# ---- serial_subtractor_64_bit ----
==> serial_subtractor_64_bit/layer_met1.png <==
The bar under the picture is 20 um long. Cells faint in the background.
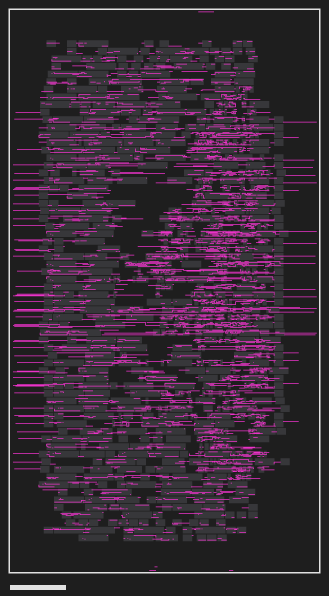

**config.mk**
```make
export PLATFORM = sky130hd
export DESIGN_NAME = serial_subtractor_64_bit
export DESIGN_NICKNAME = d
export VERILOG_FILES = /design/src/rtl/serial_subtractor_64_bit.sv
export SDC_FILE = /design/constraint.sdc
export NUM_CORES = 1
export LEC_CHECK = 0
export CORE_ASPECT_RATIO = 2
export CORE_MARGIN = 10
export CORE_UTILIZATION = 49
export DETAILED_ROUTE_END_ITERATION = 8
export GPL_ROUTABILITY_DRIVEN = 0
export GPL_TIMING_DRIVEN = 0
export MAX_ROUTING_LAYER = met4
export PLACE_DENSITY_LB_ADDON = 0.25
export SETUP_SLACK_MARGIN = 0.15
export SYNTH_ARGS = -nofsm -noshare
export SYNTH_HDL_FRONTEND = slang
export SYNTH_SLANG_ARGS = --single-unit
```
**constraint.sdc**
```tcl
create_clock -name clk -period 4.6 [get_ports clk]
set_input_delay 0.92 -clock clk [delete_from_list [all_inputs] [get_ports clk]]
set_output_delay 0.92 -clock clk [all_outputs]
set_load 0.01 [all_outputs]
```
**src/rtl/serial_subtractor_64_bit.sv**
```systemverilog
// Multi-cycle subtractor: difference = A - B - borrow_in, one SLICE-bit slice per clock, LSB slice first.
// Each slice is A + ~B + carry, where carry starts as ~borrow_in and ripples between clocks.
module serial_subtractor_64_bit #(
  parameter int WIDTH = 64,
  parameter int SLICE = 8
) (
  input  logic             clk,
  input  logic             reset,
  input  logic             start,
  input  logic [WIDTH-1:0] A,
  input  logic [WIDTH-1:0] B,
  input  logic             borrow_in,
  output logic             ready,
  output logic             busy,
  output logic             done,
  output logic [WIDTH-1:0] difference,
  output logic             borrow_out,
  output logic             overflow
);

  localparam int NSLICE = WIDTH / SLICE;
  localparam int CW     = (NSLICE > 1) ? $clog2(NSLICE) : 1;
  localparam int IW     = (WIDTH > 1) ? $clog2(WIDTH) : 1;

  localparam logic [CW-1:0] LAST_SLICE = CW'(NSLICE - 1);

  localparam logic [1:0] S_IDLE = 2'd0;
  localparam logic [1:0] S_RUN  = 2'd1;
  localparam logic [1:0] S_DONE = 2'd2;

  logic [1:0]       state_q, state_d;
  logic [WIDTH-1:0] a_q, a_d;
  logic [WIDTH-1:0] b_q, b_d;
  logic             carry_q, carry_d;
  logic [CW-1:0]    cnt_q, cnt_d;
  logic [WIDTH-1:0] diff_q, diff_d;
  logic             borrow_q, borrow_d;
  logic             ovf_q, ovf_d;

  logic [IW-1:0]    slice_base;
  logic [SLICE-1:0] a_slice;
  logic [SLICE-1:0] b_slice;
  logic [SLICE:0]   slice_sum;

  // Single SLICE-wide adder shared by every slice; the counter picks which bits feed it.
  assign slice_base = IW'(cnt_q) * IW'(SLICE);
  assign a_slice    = a_q[slice_base +: SLICE];
  assign b_slice    = b_q[slice_base +: SLICE];
  assign slice_sum  = {1'b0, a_slice} + {1'b0, ~b_slice} + {{SLICE{1'b0}}, carry_q};

  // NOTE: every signal assigned here gets a default first, so no path leaves one unassigned (no latches).
  always_comb begin
    state_d  = state_q;
    a_d      = a_q;
    b_d      = b_q;
    carry_d  = carry_q;
    cnt_d    = cnt_q;
    diff_d   = diff_q;
    borrow_d = borrow_q;
    ovf_d    = ovf_q;

    case (state_q)
      S_IDLE: begin
        if (start) begin
          a_d      = A;
          b_d      = B;
          carry_d  = ~borrow_in;
          cnt_d    = '0;
          diff_d   = '0;
          borrow_d = 1'b0;
          ovf_d    = 1'b0;
          state_d  = S_RUN;
        end
      end

      S_RUN: begin
        diff_d[slice_base +: SLICE] = slice_sum[SLICE-1:0];
        carry_d                     = slice_sum[SLICE];
        if (cnt_q == LAST_SLICE) begin
          // Final slice: its carry-out and sign bit settle the flags held through DONE and beyond.
          cnt_d    = '0;
          borrow_d = ~slice_sum[SLICE];
          ovf_d    = (a_q[WIDTH-1] != b_q[WIDTH-1]) &&
                     (slice_sum[SLICE-1] != a_q[WIDTH-1]);
          state_d  = S_DONE;
        end else begin
          cnt_d = cnt_q + CW'(1);
        end
      end

      S_DONE: begin
        state_d = S_IDLE;
      end

      default: begin
        state_d = S_IDLE;
      end
    endcase
  end

  // NOTE: state uses non-blocking assignments so every register samples pre-edge values together.
  always_ff @(posedge clk) begin
    if (reset) begin
      state_q  <= S_IDLE;
      cnt_q    <= '0;
      diff_q   <= '0;
      borrow_q <= 1'b0;
      ovf_q    <= 1'b0;
    end else begin
      state_q  <= state_d;
      cnt_q    <= cnt_d;
      diff_q   <= diff_d;
      borrow_q <= borrow_d;
      ovf_q    <= ovf_d;
    end
  end

  // NOTE: operand copies and carry carry no reset; they are always reloaded on accept before use.
  always_ff @(posedge clk) begin
    a_q     <= a_d;
    b_q     <= b_d;
    carry_q <= carry_d;
  end

  assign ready      = (state_q == S_IDLE);
  assign busy       = (state_q == S_RUN);
  assign done       = (state_q == S_DONE);
  assign difference = diff_q;
  assign borrow_out = borrow_q;
  assign overflow   = ovf_q;

endmodule

```
# ---- clk_tick_gen ----
`config.mk`:
```
export PLATFORM = sky130hd
export DESIGN_NAME = clk_tick_gen
export DESIGN_NICKNAME = d
export VERILOG_FILES = /design/src/rtl/clk_tick_pkg.sv /design/src/rtl/clk_tick_chan.sv /design/src/rtl/clk_tick_gen.sv
export SDC_FILE = /design/constraint.sdc
export NUM_CORES = 1
export LEC_CHECK = 0
export CORE_MARGIN = 2
export CORE_UTILIZATION = 25
export CTS_CLUSTER_DIAMETER = 120
export DETAILED_ROUTE_END_ITERATION = 6
export GPL_TIMING_DRIVEN = 0
export PLACE_DENSITY = 0.47
export SYNTH_ARGS = -nofsm -noshare
export SYNTH_HDL_FRONTEND = slang
export SYNTH_SLANG_ARGS = --single-unit
```
`constraint.sdc`:
```
create_clock -name clk200m -period 8.88 [get_ports clk200m]
set_input_delay 1.776 -clock clk200m [delete_from_list [all_inputs] [get_ports clk200m]]
set_output_delay 1.776 -clock clk200m [all_outputs]
set_load 0.01 [all_outputs]
```
`src/rtl/clk_tick_pkg.sv`:
```
// Shared constants and channel state type for the clk200m tick generator.
// Every channel counts in DIV_W_MAX bits internally; narrower divide values are zero-extended.
package clk_tick_pkg;

    localparam int N_CH_MAX  = 16;
    localparam int DIV_W_DEF = 16;
    localparam int CNT_W_DEF = 32;
    localparam int DIV_W_MAX = 32;
    localparam int CH_IDX_W  = $clog2(N_CH_MAX);

    typedef struct packed {
        logic [DIV_W_MAX-1:0] cnt;
        logic                 tick;
        logic                 sq;
    } chan_state_t;

endpackage

```
`src/rtl/clk_tick_chan.sv`:
```
// One programmable divider channel: stores its divide value, counts down, and emits tick and sq.
// reload_i already carries the write-through value, so div_q simply follows it every cycle.
module clk_tick_chan
    import clk_tick_pkg::*;
#(
    parameter int               DIV_W       = DIV_W_DEF,
    parameter logic [DIV_W-1:0] DEFAULT_DIV = '0
) (
    input  logic             clk_i,
    input  logic             rst_i,
    input  logic             en_i,
    input  logic             sync_i,
    input  logic [DIV_W-1:0] reload_i,
    output logic [DIV_W-1:0] div_o,
    output logic             tick_o,
    output logic             sq_o
);

    logic [DIV_W-1:0]     div_q;
    logic [DIV_W-1:0]     div_d;
    chan_state_t          state_q;
    chan_state_t          state_d;
    logic [DIV_W_MAX-1:0] reload_ext;

    assign reload_ext = DIV_W_MAX'(reload_i);
    assign div_d      = reload_i;

    // Sync beats enable; cnt==0 always reloads so cnt never wraps below zero.
    always_comb begin
        state_d = state_q;
        if (sync_i) begin
            state_d.cnt  = reload_ext;
            state_d.tick = 1'b0;
            state_d.sq   = 1'b0;
        end else if (!en_i) begin
            state_d.cnt  = reload_ext;
            state_d.tick = 1'b0;
        end else if (state_q.cnt == '0) begin
            state_d.cnt  = reload_ext;
            state_d.tick = 1'b1;
            state_d.sq   = ~state_q.sq;
        end else begin
            state_d.cnt  = state_q.cnt - DIV_W_MAX'(1);
            state_d.tick = 1'b0;
        end
    end

    always_ff @(posedge clk_i or posedge rst_i) begin
        if (rst_i) begin
            div_q         <= DEFAULT_DIV;
            state_q.cnt   <= DIV_W_MAX'(DEFAULT_DIV);
            state_q.tick  <= 1'b0;
            state_q.sq    <= 1'b0;
        end else begin
            div_q   <= div_d;
            state_q <= state_d;
        end
    end

    assign div_o  = div_q;
    assign tick_o = state_q.tick;
    assign sq_o   = state_q.sq;

endmodule

```
`src/rtl/clk_tick_gen.sv`:
```
// Free-running clk200m counter plus N_CH programmable tick/square divider channels.
// Ticks are meant as clock enables; no clock is derived from any counter bit.
module clk_tick_gen
    import clk_tick_pkg::*;
#(
    parameter int               N_CH        = 4,
    parameter int               DIV_W       = DIV_W_DEF,
    parameter int               CNT_W       = CNT_W_DEF,
    parameter logic [DIV_W-1:0] DEFAULT_DIV = '0
) (
    input  logic                clk200m,
    input  logic                rst,
    output logic [CNT_W-1:0]    clkdiv,
    input  logic [N_CH-1:0]     en,
    input  logic                sync_all,
    input  logic                cfg_we,
    input  logic [CH_IDX_W-1:0] cfg_ch,
    input  logic [DIV_W-1:0]    cfg_div,
    output logic                cfg_err,
    output logic [N_CH-1:0]     tick,
    output logic [N_CH-1:0]     sq
);

    logic [CNT_W-1:0] clkdiv_q;
    logic [CNT_W-1:0] clkdiv_d;
    logic             cfg_err_q;
    logic             cfg_err_d;
    logic             ch_in_range;
    logic             cfg_valid;
    logic [N_CH-1:0]  chan_we;
    logic [DIV_W-1:0] div_w    [N_CH];
    logic [DIV_W-1:0] reload_w [N_CH];

    assign ch_in_range = int'({1'b0, cfg_ch}) < N_CH;
    assign cfg_valid   = cfg_we && ch_in_range;
    assign clkdiv_d    = clkdiv_q + CNT_W'(1);
    assign cfg_err_d   = cfg_we && !ch_in_range;

    always_ff @(posedge clk200m or posedge rst) begin
        if (rst) begin
            clkdiv_q  <= '0;
            cfg_err_q <= 1'b0;
        end else begin
            clkdiv_q  <= clkdiv_d;
            cfg_err_q <= cfg_err_d;
        end
    end

    // A write lands in the reload value the same cycle, so a disabled or wrapping channel uses it at once.
    for (genvar c = 0; c < N_CH; c++) begin : g_chan
        localparam logic [CH_IDX_W-1:0] IDX = CH_IDX_W'(c);

        assign chan_we[c]  = cfg_valid && (cfg_ch == IDX);
        assign reload_w[c] = chan_we[c] ? cfg_div : div_w[c];

        clk_tick_chan #(
            .DIV_W       (DIV_W),
            .DEFAULT_DIV (DEFAULT_DIV)
        ) u_chan (
            .clk_i    (clk200m),
            .rst_i    (rst),
            .en_i     (en[c]),
            .sync_i   (sync_all),
            .reload_i (reload_w[c]),
            .div_o    (div_w[c]),
            .tick_o   (tick[c]),
            .sq_o     (sq[c])
        );
    end

    assign clkdiv  = clkdiv_q;
    assign cfg_err = cfg_err_q;

endmodule
```
# ---- packet_sequencer ----
<file path="src/rtl/packet_sequencer_pkg.sv">
// Shared constants, packet field layout and encodings for the packet memory
// and its downstream sequencer.
package packet_sequencer_pkg;

  localparam int unsigned DEPTH  = 16;
  localparam int unsigned ADDR_W = 4;
  localparam int unsigned DATA_W = 8;
  localparam int unsigned CNT_W  = 8;

  localparam int unsigned NEURON_W = 2;
  localparam int unsigned WEIGHT_W = 4;

  // Packet layout: [7:6] op, [5:4] neuron, [3:0] weight
  localparam int unsigned OP_HI     = 7;
  localparam int unsigned OP_LO     = 6;
  localparam int unsigned NEURON_HI = 5;
  localparam int unsigned NEURON_LO = 4;
  localparam int unsigned WEIGHT_HI = 3;
  localparam int unsigned WEIGHT_LO = 0;

  typedef enum logic [1:0] {
    OP_NOP    = 2'b00,
    OP_SPIKE  = 2'b01,
    OP_REWARD = 2'b10,
    OP_END    = 2'b11
  } op_t;

  typedef enum logic [1:0] {
    ST_IDLE  = 2'b00,
    ST_FETCH = 2'b01,
    ST_EMIT  = 2'b10,
    ST_DONE  = 2'b11
  } state_t;

endpackage

</file>
<file path="src/rtl/packet_sequencer_decoder.sv">
// Combinational decode of one 8-bit packet into event/end flags and fields.
module packet_decoder
  import packet_sequencer_pkg::*;
(
  input  logic [DATA_W-1:0]   packet,
  output logic                is_event,
  output logic                is_end,
  output logic [NEURON_W-1:0] neuron,
  output logic [WEIGHT_W-1:0] weight,
  output logic                reward
);

  op_t op;

  assign op       = op_t'(packet[OP_HI:OP_LO]);
  assign is_event = (op == OP_SPIKE) || (op == OP_REWARD);
  assign is_end   = (op == OP_END);
  assign neuron   = packet[NEURON_HI:NEURON_LO];
  assign weight   = packet[WEIGHT_HI:WEIGHT_LO];
  // Upper op bit distinguishes REWARD from SPIKE
  assign reward   = packet[OP_HI];

endmodule

</file>
<file path="src/rtl/packet_sequencer.sv">
// Walks the packet memory from address 0 and emits decoded spike/reward
// events over a valid/ready handshake.
module packet_sequencer
  import packet_sequencer_pkg::*;
(
  input  logic                clk,
  input  logic                rst_n,
  input  logic                start,
  input  logic                stop,
  input  logic                loop_en,
  input  logic                mem_write_mode,
  output logic [ADDR_W-1:0]   mem_addr,
  input  logic [DATA_W-1:0]   mem_packet,
  output logic                evt_valid,
  input  logic                evt_ready,
  output logic [NEURON_W-1:0] evt_neuron,
  output logic [WEIGHT_W-1:0] evt_weight,
  output logic                evt_reward,
  output logic                busy,
  output logic                done,
  output logic [CNT_W-1:0]    evt_count
);

  localparam logic [ADDR_W-1:0] LAST_ADDR = ADDR_W'(DEPTH - 1);
  localparam logic [CNT_W-1:0]  CNT_MAX   = {CNT_W{1'b1}};

  state_t state;

  logic                dec_event;
  logic                dec_end;
  logic [NEURON_W-1:0] dec_neuron;
  logic [WEIGHT_W-1:0] dec_weight;
  logic                dec_reward;

  logic                at_last;
  logic                run_over;
  logic [ADDR_W-1:0]   next_addr;

  packet_decoder u_decoder (
    .packet   (mem_packet),
    .is_event (dec_event),
    .is_end   (dec_end),
    .neuron   (dec_neuron),
    .weight   (dec_weight),
    .reward   (dec_reward)
  );

  // Pointer advance: wrap to 0 when looping, otherwise the run ends at the last entry
  assign at_last   = (mem_addr == LAST_ADDR);
  assign run_over  = at_last && !loop_en;
  assign next_addr = at_last ? '0 : mem_addr + ADDR_W'(1);

  always_ff @(posedge clk or negedge rst_n) begin
    if (!rst_n) begin
      state      <= ST_IDLE;
      mem_addr   <= '0;
      evt_valid  <= 1'b0;
      evt_neuron <= '0;
      evt_weight <= '0;
      evt_reward <= 1'b0;
      busy       <= 1'b0;
      done       <= 1'b0;
      evt_count  <= '0;
    end else begin
      done <= 1'b0;
      if (stop) begin
        // Abort holds pointer and count; any pending event is dropped
        state     <= ST_IDLE;
        evt_valid <= 1'b0;
        busy      <= 1'b0;
      end else begin
        case (state)
          ST_IDLE: begin
            if (start) begin
              mem_addr  <= '0;
              evt_count <= '0;
              busy      <= 1'b1;
              state     <= ST_FETCH;
            end
          end
          ST_FETCH: begin
            if (!mem_write_mode) begin
              if (dec_end) begin
                state <= ST_DONE;
                done  <= 1'b1;
                busy  <= 1'b0;
              end else if (dec_event) begin
                evt_neuron <= dec_neuron;
                evt_weight <= dec_weight;
                evt_reward <= dec_reward;
                evt_valid  <= 1'b1;
                state      <= ST_EMIT;
              end else if (run_over) begin
                state <= ST_DONE;
                done  <= 1'b1;
                busy  <= 1'b0;
              end else begin
                mem_addr <= next_addr;
              end
            end
          end
          ST_EMIT: begin
            if (evt_ready) begin
              evt_valid <= 1'b0;
              if (evt_count != CNT_MAX) begin
                evt_count <= evt_count + CNT_W'(1);
              end
              if (run_over) begin
                state <= ST_DONE;
                done  <= 1'b1;
                busy  <= 1'b0;
              end else begin
                mem_addr <= next_addr;
                state    <= ST_FETCH;
              end
            end
          end
          ST_DONE: begin
            state <= ST_IDLE;
          end
          default: begin
            state <= ST_IDLE;
          end
        endcase
      end
    end
  end

endmodule

</file>
<file path="config.mk">
export PLATFORM = sky130hd
export DESIGN_NAME = packet_sequencer
export DESIGN_NICKNAME = d
export VERILOG_FILES = /design/src/rtl/packet_sequencer_pkg.sv /design/src/rtl/packet_sequencer_decoder.sv /design/src/rtl/packet_sequencer.sv
export SDC_FILE = /design/constraint.sdc
export NUM_CORES = 1
export LEC_CHECK = 0
export CAP_MARGIN = 20
export CELL_PAD_IN_SITES_DETAIL_PLACEMENT = 1
export CELL_PAD_IN_SITES_GLOBAL_PLACEMENT = 1
export CORE_ASPECT_RATIO = 1.25
export CORE_UTILIZATION = 40
export DETAILED_ROUTE_END_ITERATION = 10
export GPL_TIMING_DRIVEN = 0
export PLACE_DENSITY = 0.85
export REMOVE_ABC_BUFFERS = 1
export SETUP_SLACK_MARGIN = 0.02
export SLEW_MARGIN = 20
export SYNTH_ARGS = -nofsm -noshare
export SYNTH_HDL_FRONTEND = slang
export SYNTH_SLANG_ARGS = --single-unit
</file>
<file path="constraint.sdc">
create_clock -name clk -period 5.7 [get_ports clk]
set_clock_uncertainty 0.15 [all_clocks]
set_input_delay 0.57 -clock clk [delete_from_list [all_inputs] [get_ports clk]]
set_output_delay 0.57 -clock clk [all_outputs]
set_load 0.005 [all_outputs]
</file>
==> serial_subtractor_64_bit/congestion.png <==
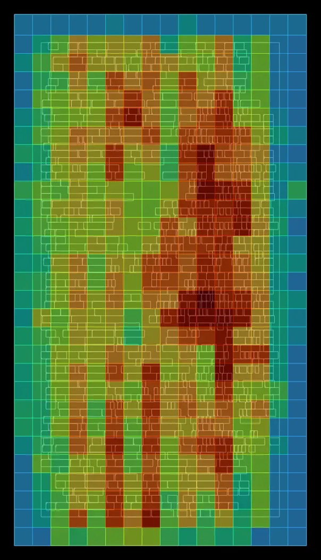
global routing met2 resource utilization: 37.2%
met1 demand-to-capacity share in global routing: 17.7%

## Picture notes: serial_subtractor_64_bit/layer_met1.png
The layer carries 7190 um of wire. The wires run mostly horizontal. The layer holds 32% of the routed length.
final wirelength: 22.2 mm
number of vias in the routed layout: 5856

==> results.md, serial_subtractor_64_bit <==
| Metric | Value |
|:---|:---|
| Combinational family with the most area after synthesis | simple AND/OR/NAND/NOR gates |
| Via count normalized by instance count | 5.64 |
| Crit Reg-Reg Startpoint | cnt_q[0]$_SDFFE_PP0P_ |
| Layout-stage area growth over the synthesis result | 35.4% |
| MI comb area | 2550 sq um |
| Endpoint of the worst hold path | difference[25]$_SDFFE_PP0P_ |
| Pwr Total | 4.02 mW |
| Top cells by instance count after synthesis | sky130_fd_sc_hd__edfxtp_1, sky130_fd_sc_hd__dfxtp_1, sky130_fd_sc_hd__nand3_1, sky130_fd_sc_hd__nor2_1, sky130_fd_sc_hd__nand2_1 |
| Adder and majority gate portion of the synthesized area | 2.21% |
| Status | finished, final reports clean |
| Ratio of cells with drive above 1 in the final layout | 10.2% |
| Number of global-route vias before repair | 6437 |
| Synthesized-area fraction occupied by xor and xnor cells | 0.109% |
| Final total negative setup slack | 0 ns |
| P_leak | 3.74 nW |
| Number of inverters outside the clock class in the layout | 8 |
| R2R Path End | difference[22]$_SDFFE_PP0P_ |
| Most used cells in the layout excluding fill and tap cells | sky130_fd_sc_hd__clkdlybuf4s50_1, sky130_fd_sc_hd__edfxtp_1, sky130_fd_sc_hd__dfxtp_1 |
| Critical hold path startpoint | difference[25]$_SDFFE_PP0P_ |
## serial_subtractor_64_bit: kinds of logic (layout without fill, tap and decap cells)
logic type	after synthesis	count (layout)
mux	40	40
buf+inv	47	279
xor+xnor	1	1
compound gates	94	94
flops	200	200
other cells	0	1
fa+ha+maj	13	13
simple gates	207	207
## serial_subtractor_64_bit: sequential cells by signal, indices dropped and copies added (netlist names)
register and cells:
cnt_q 3, difference 64, borrow_out 1, b_q 64, a_q 64, carry_q 1
state_q 2, overflow 1
## serial_subtractor_64_bit: repair_timing
item | CTS | global route
resized | 4 | 1
endpoints found under the setup margin | 9 | 10
hold buffers | 0 | 0
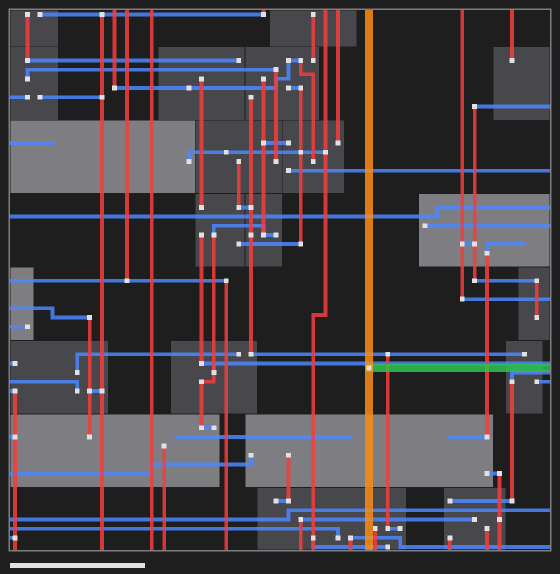
(clk_tick_gen/detail.png)
The bar under the picture is 5 um long. Window x 150 to 170, y 150 to 170 um. Cells in gray, sequential cells in the stronger gray; small squares are vias.
Green shows metal 3. Orange shows metal 4. Red shows metal 2. Blue shows metal 1.
Sequential cells in the window: 4. Most frequent: dfrtp_1 (4), mux2_2 (3). 17 logic cells have their middle in the window. Netlist names of flops here include `g_chan.u_chan.state_q` (3), `g_chan.u_chan.div_o` (1).

==> results.md, clk_tick_gen <==
| Metric | Value |
|:---|:---|
| Largest driver fanout on the critical path | 10 |
| Arrival time at the worst endpoint | 4.38 ns |
| Peak Freq | 255 MHz |
| Seq share, synth | 53.3% |
| Total count of max-transition violations in the final report | 0 |
| Slew at the pin closest to its max-slew limit | 1.09 ns |
| Clock network power share | 38.8% |
| Non-Clock Buffer Count | 105 |
| Critical hold path startpoint | clkdiv[0]$_DFF_PP0_ |
| Status | finished, final reports clean |
| All-layer global routing usage | 11.0% |
| Number of buffers between clock root and the deepest sink | 3 |
| Level count of the clock H-tree | 1 |
| Clock network area share | 6.98% |
| Overflow after GRT | 0 |
| First-pass DRT Iterations | 4 |
| Non-Clock Buffer Area Fraction | 7.02% |
| Group with the largest share of power | sequential cells |
| I/O pin count | 69 |
| Count of multi-input combinational gates | 656 |
| Number of unique standard cell types used by synthesis | 49 |
| Routed length on met1 | 11.7 mm |
| Number of max-cap violations | 0 |
| Share of the clock period used by the worst path | 44.2% |
| Number of flip-flops and latches | 233 |
| Pwr Total | 2.98 mW |
| Width of the chip | 213 um |
| Internal Power | 2.17 mW |
## clk_tick_gen: synth_stat cells, drive strengths merged, types with 18 or more instances
| cell | count | area share (%) |
|---|---|---|
| buf | 22 | 1.4 |
| dfrtp | 233 | 53 |
| inv | 18 | 0.62 |
| mux2 | 128 | 14 |
| nand2 | 42 | 1.5 |
| nand3 | 23 | 1.1 |
| nor2 | 104 | 3.6 |
| nor3 | 42 | 2.0 |
| nor4 | 43 | 2.5 |
| or3 | 28 | 1.6 |
| xnor2 | 86 | 6.9 |
| xor2 | 52 | 4.2 |
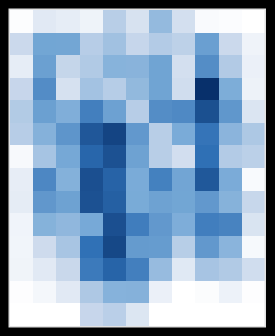
(packet_sequencer/metal_density.png)
The die is cut into 11 by 14 equal tiles; white is low, dark blue is high, scaled to the fullest tile. Values are wire area over tile area, all layers added.
The densest ninth of the die: center. The fullest tile reaches 0.43. 9.7% of the tiles are nearly empty. The mean over all tiles is 0.17.
routed length per placed instance: 19.7 um
number of vias in the routed layout: 1344
final wirelength: 4.32 mm
all-layer global routing usage: 22.8%

==> results.md, packet_sequencer <==
| Metric | Value |
|:---|:---|
| DRC Markers | 7 |
| Share of the clock period used by the worst path | 48.4% |
| Clock transition time at the flip-flop clock pins of the worst setup and hold paths | 0.09 ns |
| Element type at the critical path end | register |
| Highest metal layer with signal wires | met4 |
| Final net count | 204 |
| Setup slack after placement | 2.97 ns |
| Clock network area share | 2.82% |
| Post-CTS Setup Inserts | 0 |
| Failing checks | DRC |
| Portion of synthesized cell area occupied by the leading cell type | 39.7% |
| RSZ-0062 raised after global routing | no |
| Family with the most delay on the worst path | simple AND/OR/NAND/NOR gates |
| Most congested layer reported by global routing | met2 |
| Commonest Layout Cell | sky130_fd_sc_hd__clkdlybuf4s50_1 |
| Portion of total power attributed to combinational logic | 49.0% |
| Met3 Use GR | 2.38% |
| Hold Crit Class | input port to asynchronous set/reset pin |
| Status | complete, but fails checks |
| Internal Power | 0.470 mW |
| Combinational family with the most area after synthesis | simple AND/OR/NAND/NOR gates |
| Clock network power share | 15.7% |
| Fraction of area in multi-input gates | 44.7% |
[packet_sequencer: flip-flops by register name (all words and copies together), names as in the netlist]
| register | cells |
|---|---|
| evt_count | 8 |
| evt_weight | 4 |
| mem_addr | 4 |
| evt_neuron | 2 |
| state | 2 |
| busy | 1 |
| done | 1 |
| evt_reward | 1 |
| evt_valid | 1 |
[packet_sequencer: cell families after synthesis]
logic type | count (synthesis)
multiplexers | 7
flip-flops | 24
AND/OR/NAND/NOR | 52
adder cells (fa/ha/maj) | 8
buffers and inverters | 9
AND-OR/OR-AND | 44

==> layout pictures side by side <==
Metal layers overlaid.
(a)
The bar under the picture is 20 um long. Two of the layers only.
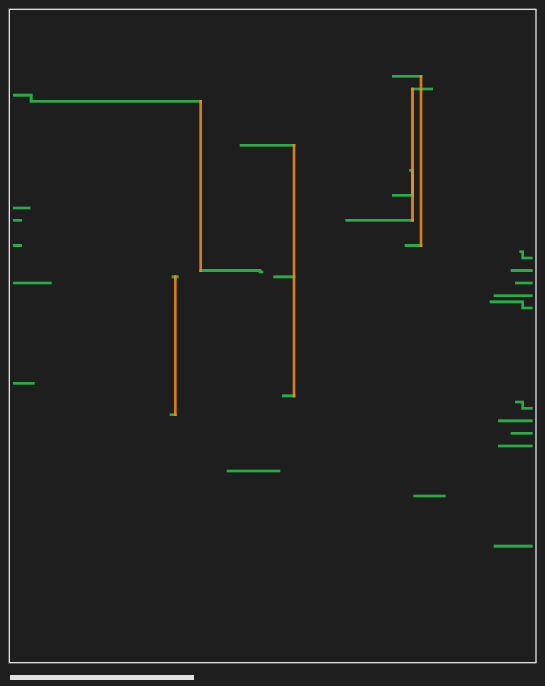
(b)
The bar under the picture is 50 um long. Two of the layers only.
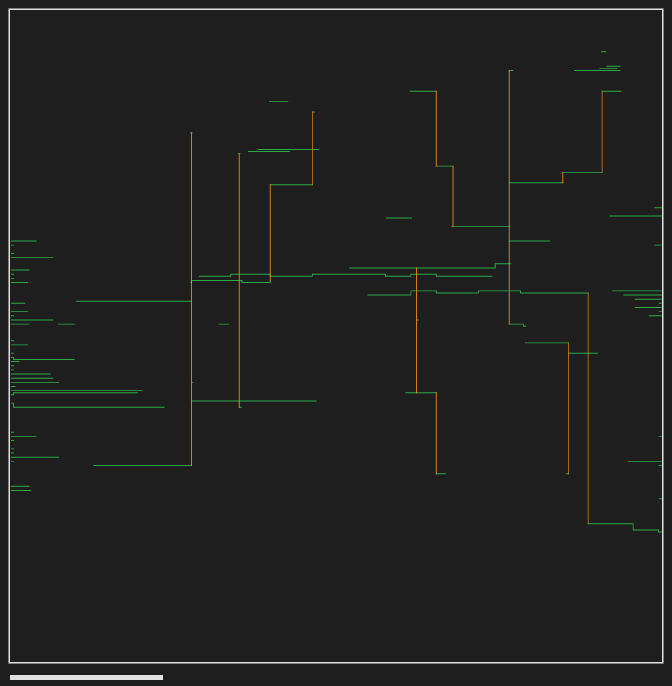
(c)
The bar under the picture is 20 um long. Two of the layers only.
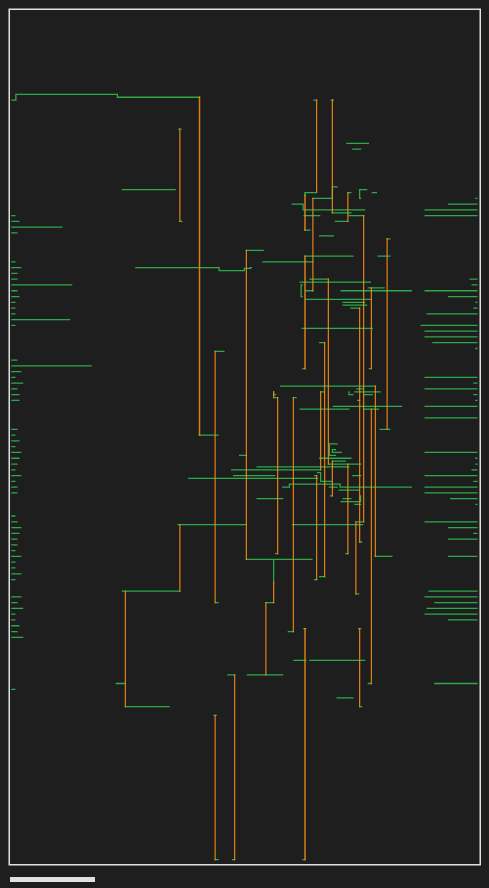
- (b) = clk_tick_gen
- (c) = serial_subtractor_64_bit
- (a) = packet_sequencer

Key to (b):
Green shows metal 3, wire length 1020 um. Orange shows metal 4, wire length 590 um.


Power figures rest on the tool's default switching activity, not on a simulated workload.
